# block 1

==> block_1/final_clocks.png <==
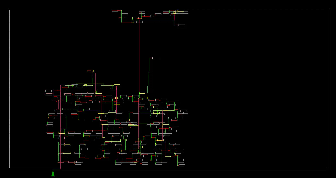

--- src/rtl/md_sequencer.sv ---
// Multiply/divide sequencer owning the HI/LO pair: multi-cycle MULT/MULTU, 32-step restoring
// DIV/DIVU with a sign-fix cycle, single-cycle MTHI/MTLO, and pipeline-flush abort.
module md_sequencer #(
  parameter int unsigned MUL_CYCLES = 2
) (
  input  logic        clk,
  input  logic        rst,
  input  logic        md_start,
  input  logic [2:0]  md_op,
  input  logic [31:0] rs_data,
  input  logic [31:0] rt_data,
  input  logic        flush,
  output logic        isbusy,
  output logic [31:0] hi_out,
  output logic [31:0] lo_out,
  output logic        md_done
);

  typedef enum logic [1:0] {StIdle, StMul, StDiv, StFix} state_e;

  localparam logic [2:0] OpMult  = 3'd0;
  localparam logic [2:0] OpMultu = 3'd1;
  localparam logic [2:0] OpDiv   = 3'd2;
  localparam logic [2:0] OpDivu  = 3'd3;
  localparam logic [2:0] OpMthi  = 3'd4;
  localparam logic [2:0] OpMtlo  = 3'd5;

  localparam logic [4:0] MulCntInit = 5'(MUL_CYCLES - 1);
  localparam logic [4:0] DivCntInit = 5'd31;

  state_e      state_q;
  logic [4:0]  cnt_q;
  logic [31:0] hi_q, lo_q;
  logic [31:0] op_a_q, op_b_q;
  logic [31:0] quo_q, rem_q;
  logic        mul_signed_q;
  logic        neg_quo_q, neg_rem_q;
  logic        done_q;

  // Multiply: 33-bit operands carry the sign (MULT) or a zero (MULTU) so one signed multiplier
  // serves both flavours.
  logic [32:0] mul_a, mul_b;
  logic [65:0] prod_full;

  always_comb begin
    mul_a     = {mul_signed_q & op_a_q[31], op_a_q};
    mul_b     = {mul_signed_q & op_b_q[31], op_b_q};
    prod_full = $signed(mul_a) * $signed(mul_b);
  end

  // Divide step: quo_q starts as the dividend magnitude and its MSB is shifted into the
  // partial remainder while quotient bits are shifted in at the LSB.
  logic [32:0] div_shift;
  logic [33:0] div_diff;
  logic        div_ge;

  always_comb begin
    div_shift = {rem_q, quo_q[31]};
    div_diff  = {1'b0, div_shift} - {2'b00, op_b_q};
    div_ge    = ~div_diff[33];
  end

  // Operand magnitudes and result sign fix-up.
  logic        is_sdiv;
  logic [31:0] a_abs, b_abs;
  logic [31:0] fix_quo, fix_rem;

  always_comb begin
    is_sdiv = (md_op == OpDiv);
    a_abs   = (is_sdiv && rs_data[31]) ? (~rs_data + 32'd1) : rs_data;
    b_abs   = (is_sdiv && rt_data[31]) ? (~rt_data + 32'd1) : rt_data;
    fix_quo = neg_quo_q ? (~quo_q + 32'd1) : quo_q;
    fix_rem = neg_rem_q ? (~rem_q + 32'd1) : rem_q;
  end

  always_ff @(posedge clk or negedge rst) begin
    if (!rst) begin
      state_q      <= StIdle;
      cnt_q        <= 5'd0;
      hi_q         <= 32'd0;
      lo_q         <= 32'd0;
      op_a_q       <= 32'd0;
      op_b_q       <= 32'd0;
      quo_q        <= 32'd0;
      rem_q        <= 32'd0;
      mul_signed_q <= 1'b0;
      neg_quo_q    <= 1'b0;
      neg_rem_q    <= 1'b0;
      done_q       <= 1'b0;
    end else begin
      done_q <= 1'b0;
      if (flush) begin
        // Abort wins over both a concurrent start and a completing write.
        state_q <= StIdle;
        cnt_q   <= 5'd0;
      end else begin
        unique case (state_q)
          StIdle: begin
            if (md_start) begin
              case (md_op)
                OpMult, OpMultu: begin
                  state_q      <= StMul;
                  cnt_q        <= MulCntInit;
                  op_a_q       <= rs_data;
                  op_b_q       <= rt_data;
                  mul_signed_q <= (md_op == OpMult);
                end
                OpDiv, OpDivu: begin
                  state_q   <= StDiv;
                  cnt_q     <= DivCntInit;
                  quo_q     <= a_abs;
                  rem_q     <= 32'd0;
                  op_b_q    <= b_abs;
                  neg_quo_q <= is_sdiv & (rs_data[31] ^ rt_data[31]);
                  neg_rem_q <= is_sdiv & rs_data[31];
                end
                OpMthi: hi_q <= rs_data;
                OpMtlo: lo_q <= rs_data;
                default: ;
              endcase
            end
          end
          StMul: begin
            if (cnt_q == 5'd0) begin
              hi_q    <= prod_full[63:32];
              lo_q    <= prod_full[31:0];
              state_q <= StIdle;
              done_q  <= 1'b1;
            end else begin
              cnt_q <= cnt_q - 5'd1;
            end
          end
          StDiv: begin
            // A set div_shift[32] always implies div_ge, so the low 32 bits suffice on restore.
            rem_q <= div_ge ? div_diff[31:0] : div_shift[31:0];
            quo_q <= {quo_q[30:0], div_ge};
            if (cnt_q == 5'd0) begin
              state_q <= StFix;
            end else begin
              cnt_q <= cnt_q - 5'd1;
            end
          end
          StFix: begin
            lo_q    <= fix_quo;
            hi_q    <= fix_rem;
            state_q <= StIdle;
            done_q  <= 1'b1;
          end
        endcase
      end
    end
  end

  assign isbusy  = (state_q != StIdle);
  assign hi_out  = hi_q;
  assign lo_out  = lo_q;
  assign md_done = done_q;

endmodule

--- config.mk ---
export PLATFORM = sky130hd
export DESIGN_NAME = md_sequencer
export DESIGN_NICKNAME = d
export VERILOG_FILES = /design/src/rtl/md_sequencer.sv
export SDC_FILE = /design/constraint.sdc
export NUM_CORES = 2
export LEC_CHECK = 0
export CAP_MARGIN = 20
export CORE_ASPECT_RATIO = 0.5
export CORE_MARGIN = 2
export CORE_UTILIZATION = 45
export CTS_BUF_LIST = sky130_fd_sc_hd__clkbuf_4 sky130_fd_sc_hd__clkbuf_8 sky130_fd_sc_hd__clkbuf_16
export CTS_CLUSTER_DIAMETER = 150
export DETAILED_ROUTE_END_ITERATION = 8
export HOLD_SLACK_MARGIN = 0.15
export PLACE_DENSITY = 0.72
export SETUP_SLACK_MARGIN = 0.05
export SLEW_MARGIN = 40
export SYNTH_ARGS = -nofsm -noshare
export SYNTH_HDL_FRONTEND = slang
export SYNTH_SLANG_ARGS = --single-unit
--- constraint.sdc ---
create_clock -name clk -period 14.5 [get_ports clk]
set_clock_uncertainty 0.1 [all_clocks]
set_input_delay 3.625 -clock clk [delete_from_list [all_inputs] [get_ports clk]]
set_output_delay 3.625 -clock clk [all_outputs]
set_load 0.02 [all_outputs]
# block 2

<file path="config.mk">
export PLATFORM = sky130hd
export DESIGN_NAME = game_pad_responder
export DESIGN_NICKNAME = d
export VERILOG_FILES = /design/src/rtl/game_pad_responder.sv
export SDC_FILE = /design/constraint.sdc
export NUM_CORES = 1
export LEC_CHECK = 0
export CAP_MARGIN = 20
export CORE_MARGIN = 2
export CORE_UTILIZATION = 45
export DETAILED_ROUTE_END_ITERATION = 7
export GPL_TIMING_DRIVEN = 0
export PLACE_DENSITY = 0.71
export RECOVER_POWER = 25
export SYNTH_ARGS = -nofsm -noshare
export SYNTH_HDL_FRONTEND = slang
export SYNTH_SLANG_ARGS = --single-unit
</file>
<file path="constraint.sdc">
create_clock -name clk -period 2.35 [get_ports clk]
set_input_delay 0.3525 -clock clk [delete_from_list [all_inputs] [get_ports clk]]
set_output_delay 0.3525 -clock clk [all_outputs]
set_load 0.02 [all_outputs]
</file>
<file path="src/rtl/game_pad_responder.sv">
// Device-side SNES-style serial game pad: answers game_latch/game_clk with button data.
// Define GAME_PAD_ID_EN to append the 4-bit PAD_ID nibble after the button bits.
module game_pad_responder #(
    parameter int unsigned NUM_BITS    = 12,
    parameter int unsigned SYNC_STAGES = 2,
    parameter logic        FILL_BIT    = 1'b0,
    parameter logic [3:0]  PAD_ID      = 4'b0000
) (
    input  logic                clk,
    input  logic                rst,
    input  logic [NUM_BITS-1:0] buttons_i,
    input  logic                game_latch_i,
    input  logic                game_clk_i,
    output logic                game_data_o,
    output logic                busy_o,
    output logic                frame_done_o,
    output logic [4:0]          bit_idx_o
);

`ifdef GAME_PAD_ID_EN
    localparam int unsigned FRAME_LEN = NUM_BITS + 4;
`else
    localparam int unsigned FRAME_LEN = NUM_BITS;
`endif
    localparam logic [4:0] LAST_IDX = 5'(FRAME_LEN - 1);
    localparam logic [4:0] END_IDX  = 5'(FRAME_LEN);

    localparam logic [1:0] IDLE  = 2'd0;
    localparam logic [1:0] LOAD  = 2'd1;
    localparam logic [1:0] SHIFT = 2'd2;
    localparam logic [1:0] DONE  = 2'd3;

    logic [SYNC_STAGES-1:0] latch_sync_q;
    logic [SYNC_STAGES-1:0] clk_sync_q;
    logic                   latch_d1_q;
    logic                   clk_d1_q;
    logic                   latch_s;
    logic                   clk_s;
    logic                   latch_rise;
    logic                   latch_fall;
    logic                   clk_rise;

    logic [1:0]           state_q, state_d;
    // Holds the bits still to come; the current bit lives in data_q.
    logic [FRAME_LEN-2:0] shift_q, shift_d;
    logic                 data_q, data_d;
    logic [4:0]           idx_q, idx_d;
    logic                 done_q, done_d;
    logic [FRAME_LEN-1:0] load_val;

`ifdef GAME_PAD_ID_EN
    assign load_val = {PAD_ID, buttons_i};
`else
    assign load_val = buttons_i;
`endif

    assign latch_s    = latch_sync_q[SYNC_STAGES-1];
    assign clk_s      = clk_sync_q[SYNC_STAGES-1];
    assign latch_rise = latch_s & ~latch_d1_q;
    assign latch_fall = ~latch_s & latch_d1_q;
    assign clk_rise   = clk_s & ~clk_d1_q;

    always_ff @(posedge clk or posedge rst) begin
        if (rst) begin
            latch_sync_q <= '0;
            clk_sync_q   <= '0;
            latch_d1_q   <= 1'b0;
            clk_d1_q     <= 1'b0;
        end else begin
            latch_sync_q <= {latch_sync_q[SYNC_STAGES-2:0], game_latch_i};
            clk_sync_q   <= {clk_sync_q[SYNC_STAGES-2:0], game_clk_i};
            latch_d1_q   <= latch_s;
            clk_d1_q     <= clk_s;
        end
    end

    always_comb begin
        state_d = state_q;
        shift_d = shift_q;
        data_d  = data_q;
        idx_d   = idx_q;
        done_d  = 1'b0;
        unique case (state_q)
            IDLE: begin
                data_d = 1'b1;
                if (latch_rise) begin
                    state_d = LOAD;
                    shift_d = load_val[FRAME_LEN-1:1];
                    data_d  = ~load_val[0];
                    idx_d   = 5'd0;
                end
            end
            LOAD: begin
                // Resample every cycle so the last sample before the falling edge wins.
                shift_d = load_val[FRAME_LEN-1:1];
                data_d  = ~load_val[0];
                idx_d   = 5'd0;
                if (latch_fall) begin
                    state_d = SHIFT;
                end
            end
            SHIFT: begin
                if (latch_rise) begin
                    state_d = LOAD;
                    shift_d = load_val[FRAME_LEN-1:1];
                    data_d  = ~load_val[0];
                    idx_d   = 5'd0;
                end else if (clk_rise) begin
                    if (idx_q == LAST_IDX) begin
                        state_d = DONE;
                        data_d  = FILL_BIT;
                        idx_d   = END_IDX;
                        done_d  = 1'b1;
                    end else begin
                        shift_d = shift_q >> 1;
                        data_d  = ~shift_q[0];
                        idx_d   = idx_q + 5'd1;
                    end
                end
            end
            DONE: begin
                data_d = FILL_BIT;
                if (latch_rise) begin
                    state_d = LOAD;
                    shift_d = load_val[FRAME_LEN-1:1];
                    data_d  = ~load_val[0];
                    idx_d   = 5'd0;
                end
            end
            default: state_d = IDLE;
        endcase
    end

    always_ff @(posedge clk or posedge rst) begin
        if (rst) begin
            state_q <= IDLE;
            shift_q <= '0;
            data_q  <= 1'b1;
            idx_q   <= 5'd0;
            done_q  <= 1'b0;
        end else begin
            state_q <= state_d;
            shift_q <= shift_d;
            data_q  <= data_d;
            idx_q   <= idx_d;
            done_q  <= done_d;
        end
    end

    assign game_data_o  = data_q;
    assign busy_o       = (state_q == LOAD) || (state_q == SHIFT);
    assign frame_done_o = done_q;
    assign bit_idx_o    = idx_q;

endmodule

</file>

==> notes/layouts.md <==
Pictures saved along the way, in no particular order.

M3 wires.
panel A
(1 px per um)
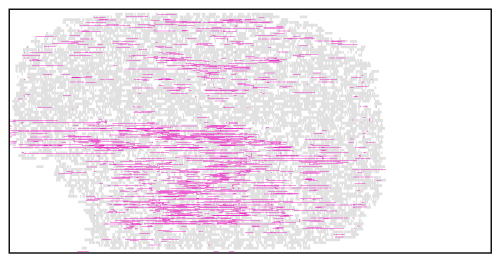
panel B
(8 px per um)
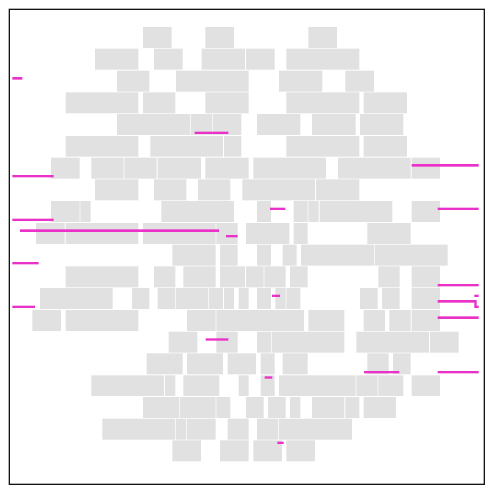
The one with the largest die is panel A.
panel B: block 2
panel A: block 1

==> block_2/pins.png <==
(6 px per um) Pins as bars across the die edge, other pins in grey.
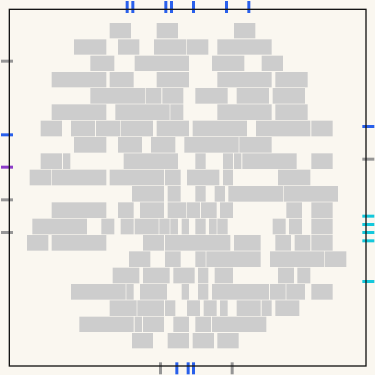
legend:
  rst:
    colour: purple
    pins: 1
    direction: input
    edge: left
  buttons_i:
    colour: blue
    pins: 12
    direction: input
    edge: 7 top, 3 bottom, 1 right, 1 left
  bit_idx_o:
    colour: cyan
    pins: 5
    direction: output
    edge: right
Port-buffer cells: 23
DIE WIDTH: 59.2 um
die boundary height: 59.2 um

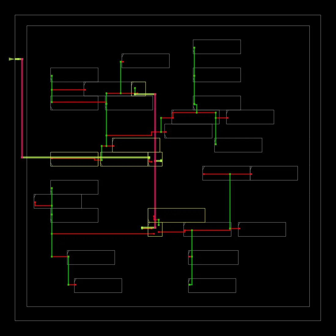
(block_2/final_clocks.png)
skew final: 5.28 ps
cts bufs inserted: 3

==> flow_summary.yaml, block 2 <==
# generated from flow reports
run_status:
  status: "completed"
synth:
  aoi_share: 0.106
  ys_types: 32
  synth_nets: 128
  netlist_logic_family_top: "multiplexers"
  ys_cells: 106
cells_and_area:
  fin_nets: 156
  largest_register_ffs: 11
  drive_above_1_share: 0.248
  final_core_util: 0.569
  syn_to_final_growth_pct: 23.6
worst_setup_path:
  crit_path_end: "busy_o"
  crit_family: "buffers and inverters"
  arrival_ps: 1840
  r2r_end: "bit_idx_o[4]"
  end_kind: "output pin"
  worstPathRequired_ps: 2000
  cp_max_fo: 5
cts:
  root_buffer: "clkbuf_4"
detailed_routing:
  ant_nets: 0
  drtIter0Drc: 17
  drt-pass1-iter-count: 4
  vias: 911
  route.met2.wl_um: 1130
timing:
  fmax_ghz: 0.456
  final.setup.tns_ps: 0
  finalHoldViolCount: 0
  worst_slack_ps: 155
die:
  rows: 20
  ios: 24
## block 2: synthesized netlist by cell type
cell type,instances
dfrtp_1,25
mux2_4,15
o21ai_0,7
ha_1,6
mux2_2,5
inv_1,4
nor3b_1,4
a21o_1,3
buf_6,3
nand2b_1,3
nand3_1,3
nor2_1,3
nor2b_1,3
nor3_1,2
o2111ai_1,2
o22ai_1,2
a21boi_0,1
a222oi_1,1
a2bb2oi_2,1
a31oi_1,1
and3_1,1
buf_2,1
dfstp_2,1
inv_2,1
mux2i_1,1
nand2_1,1
nand2_4,1
nand4_1,1
nand4bb_1,1
o21ai_2,1
o32a_1,1
or2b_1,1
## block 2: cell type report
type / instances / share of cell area
multi-input cells: 71 / 0.390
repair buffers: 23 / 0.136
well taps: 33 / 0.0244
clock inverters: 1 / 0.0177
plain buffers: 4 / 0.0229
inverters: 5 / 0.0111
clock buffers: 3 / 0.0133
flip-flops and latches: 26 / 0.385
## block 2: stage by stage
| stage | area [um^2] |
|---|---|
| finish | 1700 |
| global route | 1700 |
| CTS | 1700 |
| detailed placement | 1640 |
| global placement | 1640 |
| floorplan | 1370 |
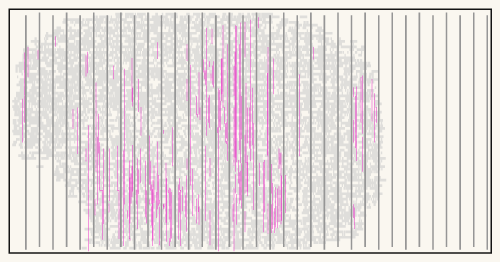
(block_1/met4.png)
(1 px per um) Supply wires on this layer in grey.
longest straight run: 163 um
share of all routed wire: 4.9%

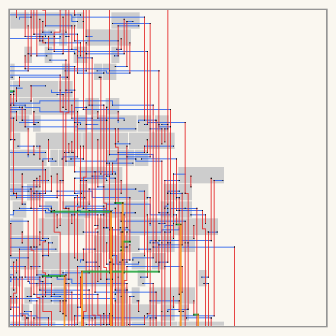
(block_1/zoom.png)
Window x 335 to 385, y 157 to 207 um. Cells in grey, sequential cells in the stronger grey; small squares are vias.
legend:
  met1:
    colour: blue
  met2:
    colour: red
  met4:
    colour: orange
  met3:
    colour: green
sequential cells in the window: 0
cells with their middle in the window: 93
most frequent: and2_1 (36), fa_1 (24), inv_1 (22)

## Picture notes: block_1/final_clocks.png
registers: 203
cts bufs inserted: 25

==> flow_summary.yaml, block 1 <==
# generated from flow reports
global_routing:
  grt.total_usage: 0.257
timing:
  fin_crit_ps: 9360
die:
  rows: 87
worst_setup_path:
  cp_max_fo: 26
  worstPathRequired_ps: 14830
synth:
  yosys-top-cells-count: "inv_1, fa_1, nand2_1, and2_1, clkbuf_1"
  aoi_share: 0.0865
  ys_sh_simple: 0.154
  synth_nets: 7207
detailed_routing:
  wl_per_cell_um: 20.2
cts:
  post_cts_buffers: 0
cells_and_area:
  logic_gates: 4037
  sh_seq_area: 0.0934
run_status:
  status: "completed"
block 1: through the flow:
stage               setup slack, ps   util
floorplan                      6090      -
global placement               5200  0.477
detailed placement             5120  0.478
CTS                            5060  0.485
global route                   4610  0.485
finish                         5140  0.485
block 1: placed cells by master, fill, tap and decap left out, drive strengths merged, types with 9 or more instances in the layout:
cell,netlist,final
xnor2,149,149
nor2,164,164
and2,355,355
mux2,33,33
nand4,12,12
clkbuf,328,33
or2,14,14
nand3,32,32
and4,9,9
nor2b,14,14
or3,22,22
or4,16,16
a221oi,31,31
o21ai,213,213
o21bai,15,15
buf,8,83
dfrtp,203,203
a211oi,11,11
a22oi,9,9
a21oi,208,208
a22o,24,24
a21o,55,55
fa,1126,1126
nand2b,19,19
o211ai,9,9
nor4,14,14
o41ai,10,10
xor2,66,66
and3,32,32
nor3,32,32
inv,1180,1181
nand2,947,947
o31ai,36,36
a31oi,17,17
clkdlybuf4s50,0,135
ha,254,254

# block 3

### config.mk
export PLATFORM = sky130hd
export DESIGN_NAME = mem_access_host
export DESIGN_NICKNAME = d
export VERILOG_FILES = /design/src/rtl/mem_access_host_pkg.sv /design/src/rtl/mem_access_host.sv
export SDC_FILE = /design/constraint.sdc
export NUM_CORES = 1
export LEC_CHECK = 0
export ABC_AREA = 1
export CORE_MARGIN = 2
export CORE_UTILIZATION = 58
export CTS_CLUSTER_SIZE = 30
export DETAILED_ROUTE_END_ITERATION = 12
export DONT_BUFFER_PORTS = 1
export PLACE_DENSITY = 0.76
export SLEW_MARGIN = 0
export SYNTH_ARGS = -nofsm -noshare
export SYNTH_HDL_FRONTEND = slang
export SYNTH_SLANG_ARGS = --single-unit
### constraint.sdc
create_clock -name clk -period 2.3 [get_ports clk]
set_clock_uncertainty 0.15 [all_clocks]
set_input_delay 0.46 -clock clk [delete_from_list [all_inputs] [get_ports clk]]
set_output_delay 0.46 -clock clk [all_outputs]
set_load 0.005 [all_outputs]
### src/rtl/mem_access_host_pkg.sv
// Shared definitions for the UART memory-access host: command codes, frame lengths,
// FSM state encoding and the read-range validity check.
package mem_access_host_pkg;

  localparam logic [7:0] CMD_WRITE      = 8'h0F;
  localparam logic [7:0] CMD_READ       = 8'hFF;
  // Index of the last byte in each frame (frame length minus one).
  localparam logic [2:0] WR_FRAME_BYTES = 3'd7;
  localparam logic [2:0] RD_FRAME_BYTES = 3'd4;

  typedef enum logic [1:0] {
    ST_IDLE = 2'd0,
    ST_SEND = 2'd1,
    ST_FIN  = 2'd2,
    ST_RECV = 2'd3
  } state_e;

  // A read range must be word aligned at both ends and non-empty.
  function automatic logic rd_reject(input logic [15:0] lo, input logic [15:0] hi);
    return (lo[1:0] != 2'b00) || (hi[1:0] != 2'b00) || (hi < lo);
  endfunction

endpackage

### src/rtl/mem_access_host.sv
// Host-side initiator for the UART memory-access protocol: serialises write/read command
// frames to a UART TX and reassembles read data from a UART RX into 32-bit words.
module mem_access_host
  import mem_access_host_pkg::*;
#(
  parameter int ADDR_WIDTH = 16,
  parameter int TIMEOUT    = 1000000,
  parameter int TO_WIDTH   = 20
) (
  input  logic                  clk,
  input  logic                  rst_n,
  input  logic                  cmd_valid,
  output logic                  cmd_ready,
  input  logic                  cmd_we,
  input  logic [ADDR_WIDTH-1:0] cmd_addr,
  input  logic [ADDR_WIDTH-1:0] cmd_addr_hi,
  input  logic [3:0]            cmd_wstrb,
  input  logic [31:0]           cmd_wdata,
  output logic [7:0]            tx_data,
  output logic                  tx_valid,
  input  logic                  tx_ready,
  input  logic [7:0]            rx_data,
  input  logic                  byte_done,
  output logic                  rsp_valid,
  output logic [31:0]           rsp_data,
  output logic                  rsp_last,
  output logic                  done,
  output logic                  err
);

  state_e                state_q, state_d;
  logic                  we_q, we_d;
  logic [15:0]           lo_q, lo_d;
  logic [15:0]           hi_q, hi_d;
  logic [3:0]            wstrb_q, wstrb_d;
  logic [31:0]           wdata_q, wdata_d;
  logic [2:0]            idx_q, idx_d;
  logic                  tx_valid_q, tx_valid_d;
  logic [7:0]            tx_data_q, tx_data_d;
  logic [14:0]           wcnt_q, wcnt_d;
  logic [1:0]            bcnt_q, bcnt_d;
  logic [TO_WIDTH-1:0]   to_q, to_d;
  logic                  rsp_valid_q, rsp_valid_d;
  logic [31:0]           rsp_data_q, rsp_data_d;
  logic                  rsp_last_q, rsp_last_d;
  logic                  done_q, done_d;
  logic                  err_q, err_d;

  logic [7:0]            frame_byte;
  logic [2:0]            last_idx;
  logic [15:0]           span;
  logic [14:0]           nwords;

  assign cmd_ready = (state_q == ST_IDLE);
  assign tx_data   = tx_data_q;
  assign tx_valid  = tx_valid_q;
  assign rsp_valid = rsp_valid_q;
  assign rsp_data  = rsp_data_q;
  assign rsp_last  = rsp_last_q;
  assign done      = done_q;
  assign err       = err_q;

  assign last_idx = we_q ? WR_FRAME_BYTES : RD_FRAME_BYTES;
  assign span     = hi_q - lo_q;
  assign nwords   = 15'(span >> 2) + 15'd1;

  // Frame byte selected from the latched command by position in the frame.
  always_comb begin
    frame_byte = 8'h00;
    if (we_q) begin
      case (idx_q)
        3'd0:    frame_byte = CMD_WRITE;
        3'd1:    frame_byte = lo_q[7:0];
        3'd2:    frame_byte = lo_q[15:8];
        3'd3:    frame_byte = {4'h0, wstrb_q};
        3'd4:    frame_byte = wdata_q[7:0];
        3'd5:    frame_byte = wdata_q[15:8];
        3'd6:    frame_byte = wdata_q[23:16];
        default: frame_byte = wdata_q[31:24];
      endcase
    end else begin
      case (idx_q)
        3'd0:    frame_byte = CMD_READ;
        3'd1:    frame_byte = hi_q[7:0];
        3'd2:    frame_byte = hi_q[15:8];
        3'd3:    frame_byte = lo_q[7:0];
        default: frame_byte = lo_q[15:8];
      endcase
    end
  end

  always_comb begin
    state_d     = state_q;
    we_d        = we_q;
    lo_d        = lo_q;
    hi_d        = hi_q;
    wstrb_d     = wstrb_q;
    wdata_d     = wdata_q;
    idx_d       = idx_q;
    tx_valid_d  = tx_valid_q;
    tx_data_d   = tx_data_q;
    wcnt_d      = wcnt_q;
    bcnt_d      = bcnt_q;
    to_d        = to_q;
    rsp_data_d  = rsp_data_q;
    rsp_valid_d = 1'b0;
    rsp_last_d  = 1'b0;
    done_d      = 1'b0;
    err_d       = 1'b0;

    case (state_q)
      ST_IDLE: begin
        if (cmd_valid) begin
          we_d       = cmd_we;
          lo_d       = 16'(cmd_addr);
          hi_d       = 16'(cmd_addr_hi);
          wstrb_d    = cmd_wstrb;
          wdata_d    = cmd_wdata;
          idx_d      = 3'd0;
          tx_valid_d = 1'b0;
          if (!cmd_we && rd_reject(16'(cmd_addr), 16'(cmd_addr_hi))) begin
            err_d = 1'b1;
          end else begin
            state_d = ST_SEND;
          end
        end
      end

      // One idle cycle between bytes: present, wait for handshake, drop, repeat.
      ST_SEND: begin
        if (!tx_valid_q) begin
          tx_valid_d = 1'b1;
          tx_data_d  = frame_byte;
        end else if (tx_ready) begin
          tx_valid_d = 1'b0;
          if (idx_q == last_idx) begin
            if (we_q) begin
              done_d  = 1'b1;
              state_d = ST_FIN;
            end else begin
              wcnt_d  = nwords;
              bcnt_d  = 2'd0;
              to_d    = '0;
              state_d = ST_RECV;
            end
          end else begin
            idx_d = idx_q + 3'd1;
          end
        end
      end

      ST_FIN: begin
        state_d = ST_IDLE;
      end

      // A byte arriving in the cycle the timeout would fire takes priority.
      ST_RECV: begin
        if (byte_done) begin
          to_d       = '0;
          rsp_data_d = {rx_data, rsp_data_q[31:8]};
          bcnt_d     = bcnt_q + 2'd1;
          if (bcnt_q == 2'd3) begin
            rsp_valid_d = 1'b1;
            wcnt_d      = wcnt_q - 15'd1;
            if (wcnt_q == 15'd1) begin
              rsp_last_d = 1'b1;
              done_d     = 1'b1;
              state_d    = ST_IDLE;
            end
          end
        end else if (to_q == TO_WIDTH'(TIMEOUT - 1)) begin
          err_d   = 1'b1;
          state_d = ST_IDLE;
        end else begin
          to_d = to_q + 1'b1;
        end
      end

      default: state_d = ST_IDLE;
    endcase
  end

  always_ff @(posedge clk or negedge rst_n) begin
    if (!rst_n) begin
      state_q     <= ST_IDLE;
      we_q        <= 1'b0;
      lo_q        <= '0;
      hi_q        <= '0;
      wstrb_q     <= '0;
      wdata_q     <= '0;
      idx_q       <= '0;
      tx_valid_q  <= 1'b0;
      tx_data_q   <= '0;
      wcnt_q      <= '0;
      bcnt_q      <= '0;
      to_q        <= '0;
      rsp_valid_q <= 1'b0;
      rsp_data_q  <= '0;
      rsp_last_q  <= 1'b0;
      done_q      <= 1'b0;
      err_q       <= 1'b0;
    end else begin
      state_q     <= state_d;
      we_q        <= we_d;
      lo_q        <= lo_d;
      hi_q        <= hi_d;
      wstrb_q     <= wstrb_d;
      wdata_q     <= wdata_d;
      idx_q       <= idx_d;
      tx_valid_q  <= tx_valid_d;
      tx_data_q   <= tx_data_d;
      wcnt_q      <= wcnt_d;
      bcnt_q      <= bcnt_d;
      to_q        <= to_d;
      rsp_valid_q <= rsp_valid_d;
      rsp_data_q  <= rsp_data_d;
      rsp_last_q  <= rsp_last_d;
      done_q      <= done_d;
      err_q       <= err_d;
    end
  end

endmodule

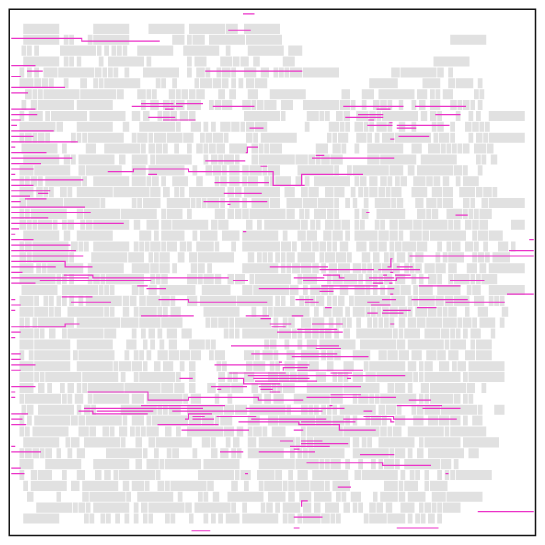
(block_3/met3.png)
(4 px per um)
main direction: horizontal
longest straight run: 39.1 um
nets with wire on the layer: 177
wire length on this layer: 2,070 um

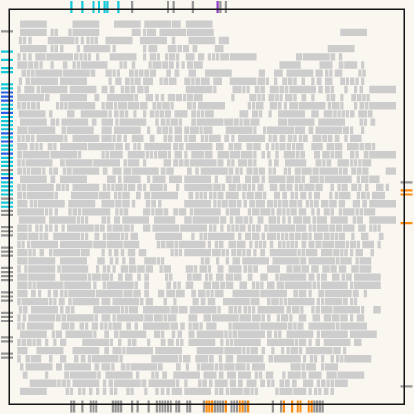
(block_3/pins.png)
(3 px per um) Pins as bars across the die edge, other pins in grey.
legend:
  cmd_addr_hi:
    colour: orange
    pins: 16
    direction: input
    edge: 13 bottom, 3 right
  rsp_data:
    colour: cyan
    pins: 32
    direction: output
    edge: 25 left, 7 top
  byte_done:
    colour: purple
    pins: 1
    direction: input
    edge: top
  rx_data:
    colour: blue
    pins: 8
    direction: input
    edge: left
all pins by edge: 58 left, 51 bottom, 14 top, 5 right
die boundary height: 131 um
DIE WIDTH: 131 um
Port-buffer cells: 0

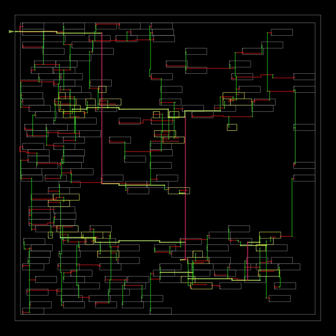
(block_3/final_clocks.png)
Clk power: 2.88 mW
registers: 156
Num Clock Sinks: 156
cts bufs inserted: 17
clk latency late pin: 440 ps

==> flow_summary.yaml <==
# generated from flow reports
global_routing:
  met3_usage: 0.0741
pwr:
  p_sw_mw: 9.11
  p_seq_mw: 4.76
  seqPwrFrac: 0.246
  total_leakage_power_nw: 5.62
synth:
  synthArstFlopShare: 1.00
  top_area_frac: 0.416
  synth_warnings: 0
  ys_types: 59
  synth_area_um2: 9390
  yosys_register_bits: 156
  synth-seq-area-share: 0.416
detailed_routing:
  drt-pass1-iter-count: 5
  route.met2.wl_um: 12800
timing:
  whs_ps: -432
  setup_violations: 6
  finalHoldViolCount: 156
  worst_slack_ps: -61.8
cts:
  root_buffer: "clkbuf_16"
  holdBufCountCts: 29
run_status:
  violations: "hold timing, setup timing"
  status: "finished, violations left"
cells_and_area:
  register_area_um2: 3910
  logic_area_um2: 5000
  fill_cells: 1177
worst_setup_path:
  timing.rr.start: "lo_q[2]"
  critPathBufInv: 3
-- per-stage QoR --
| step | hold WS (ps) | power, mW | instances |
|---|---|---|---|
| finish | -432 | 19.4 | 1590 |
| global route | -440 | 20.7 | 1589 |
| CTS | -437 | 17.9 | 1570 |
| detailed placement | 20.7 | 14.4 | 1507 |
| global placement | 22.9 | 14.1 | 1507 |
| floorplan | 14.4 | 11.1 | 1238 |
-- sequential cells by signal, indices dropped and copies added, names as in the netlist --
signal	count
tx_data	8
wdata_q	32
idx_q	3
wcnt_q	15
bcnt_q	2
wstrb_q	4
to_q	20
we_q	1
rsp_data	32
err	1
lo_q	16
rsp_last	1
rsp_valid	1
state_q	2
tx_valid	1
hi_q	16
done	1
-- cells by family after synthesis --
kind of cell / share of synthesized area
AND-OR/OR-AND: 0.146
XOR/XNOR: 0.0159
adder cells (fa/ha/maj): 0.0560
buffers and inverters: 0.0919
flip-flops: 0.416
multiplexers: 0.00120
AND/OR/NAND/NOR: 0.274
-- final cells by class --
type,count,share of cell area
tap,216,0.0233
inverter,184,0.0604
clock inverter,15,0.0150
clock buffer,17,0.0366
sequential,156,0.336
timing repair buffer,137,0.0978
multi-input combinational,864,0.431
antenna,1,0.000215

Power is estimated from default activity; no workload was simulated.
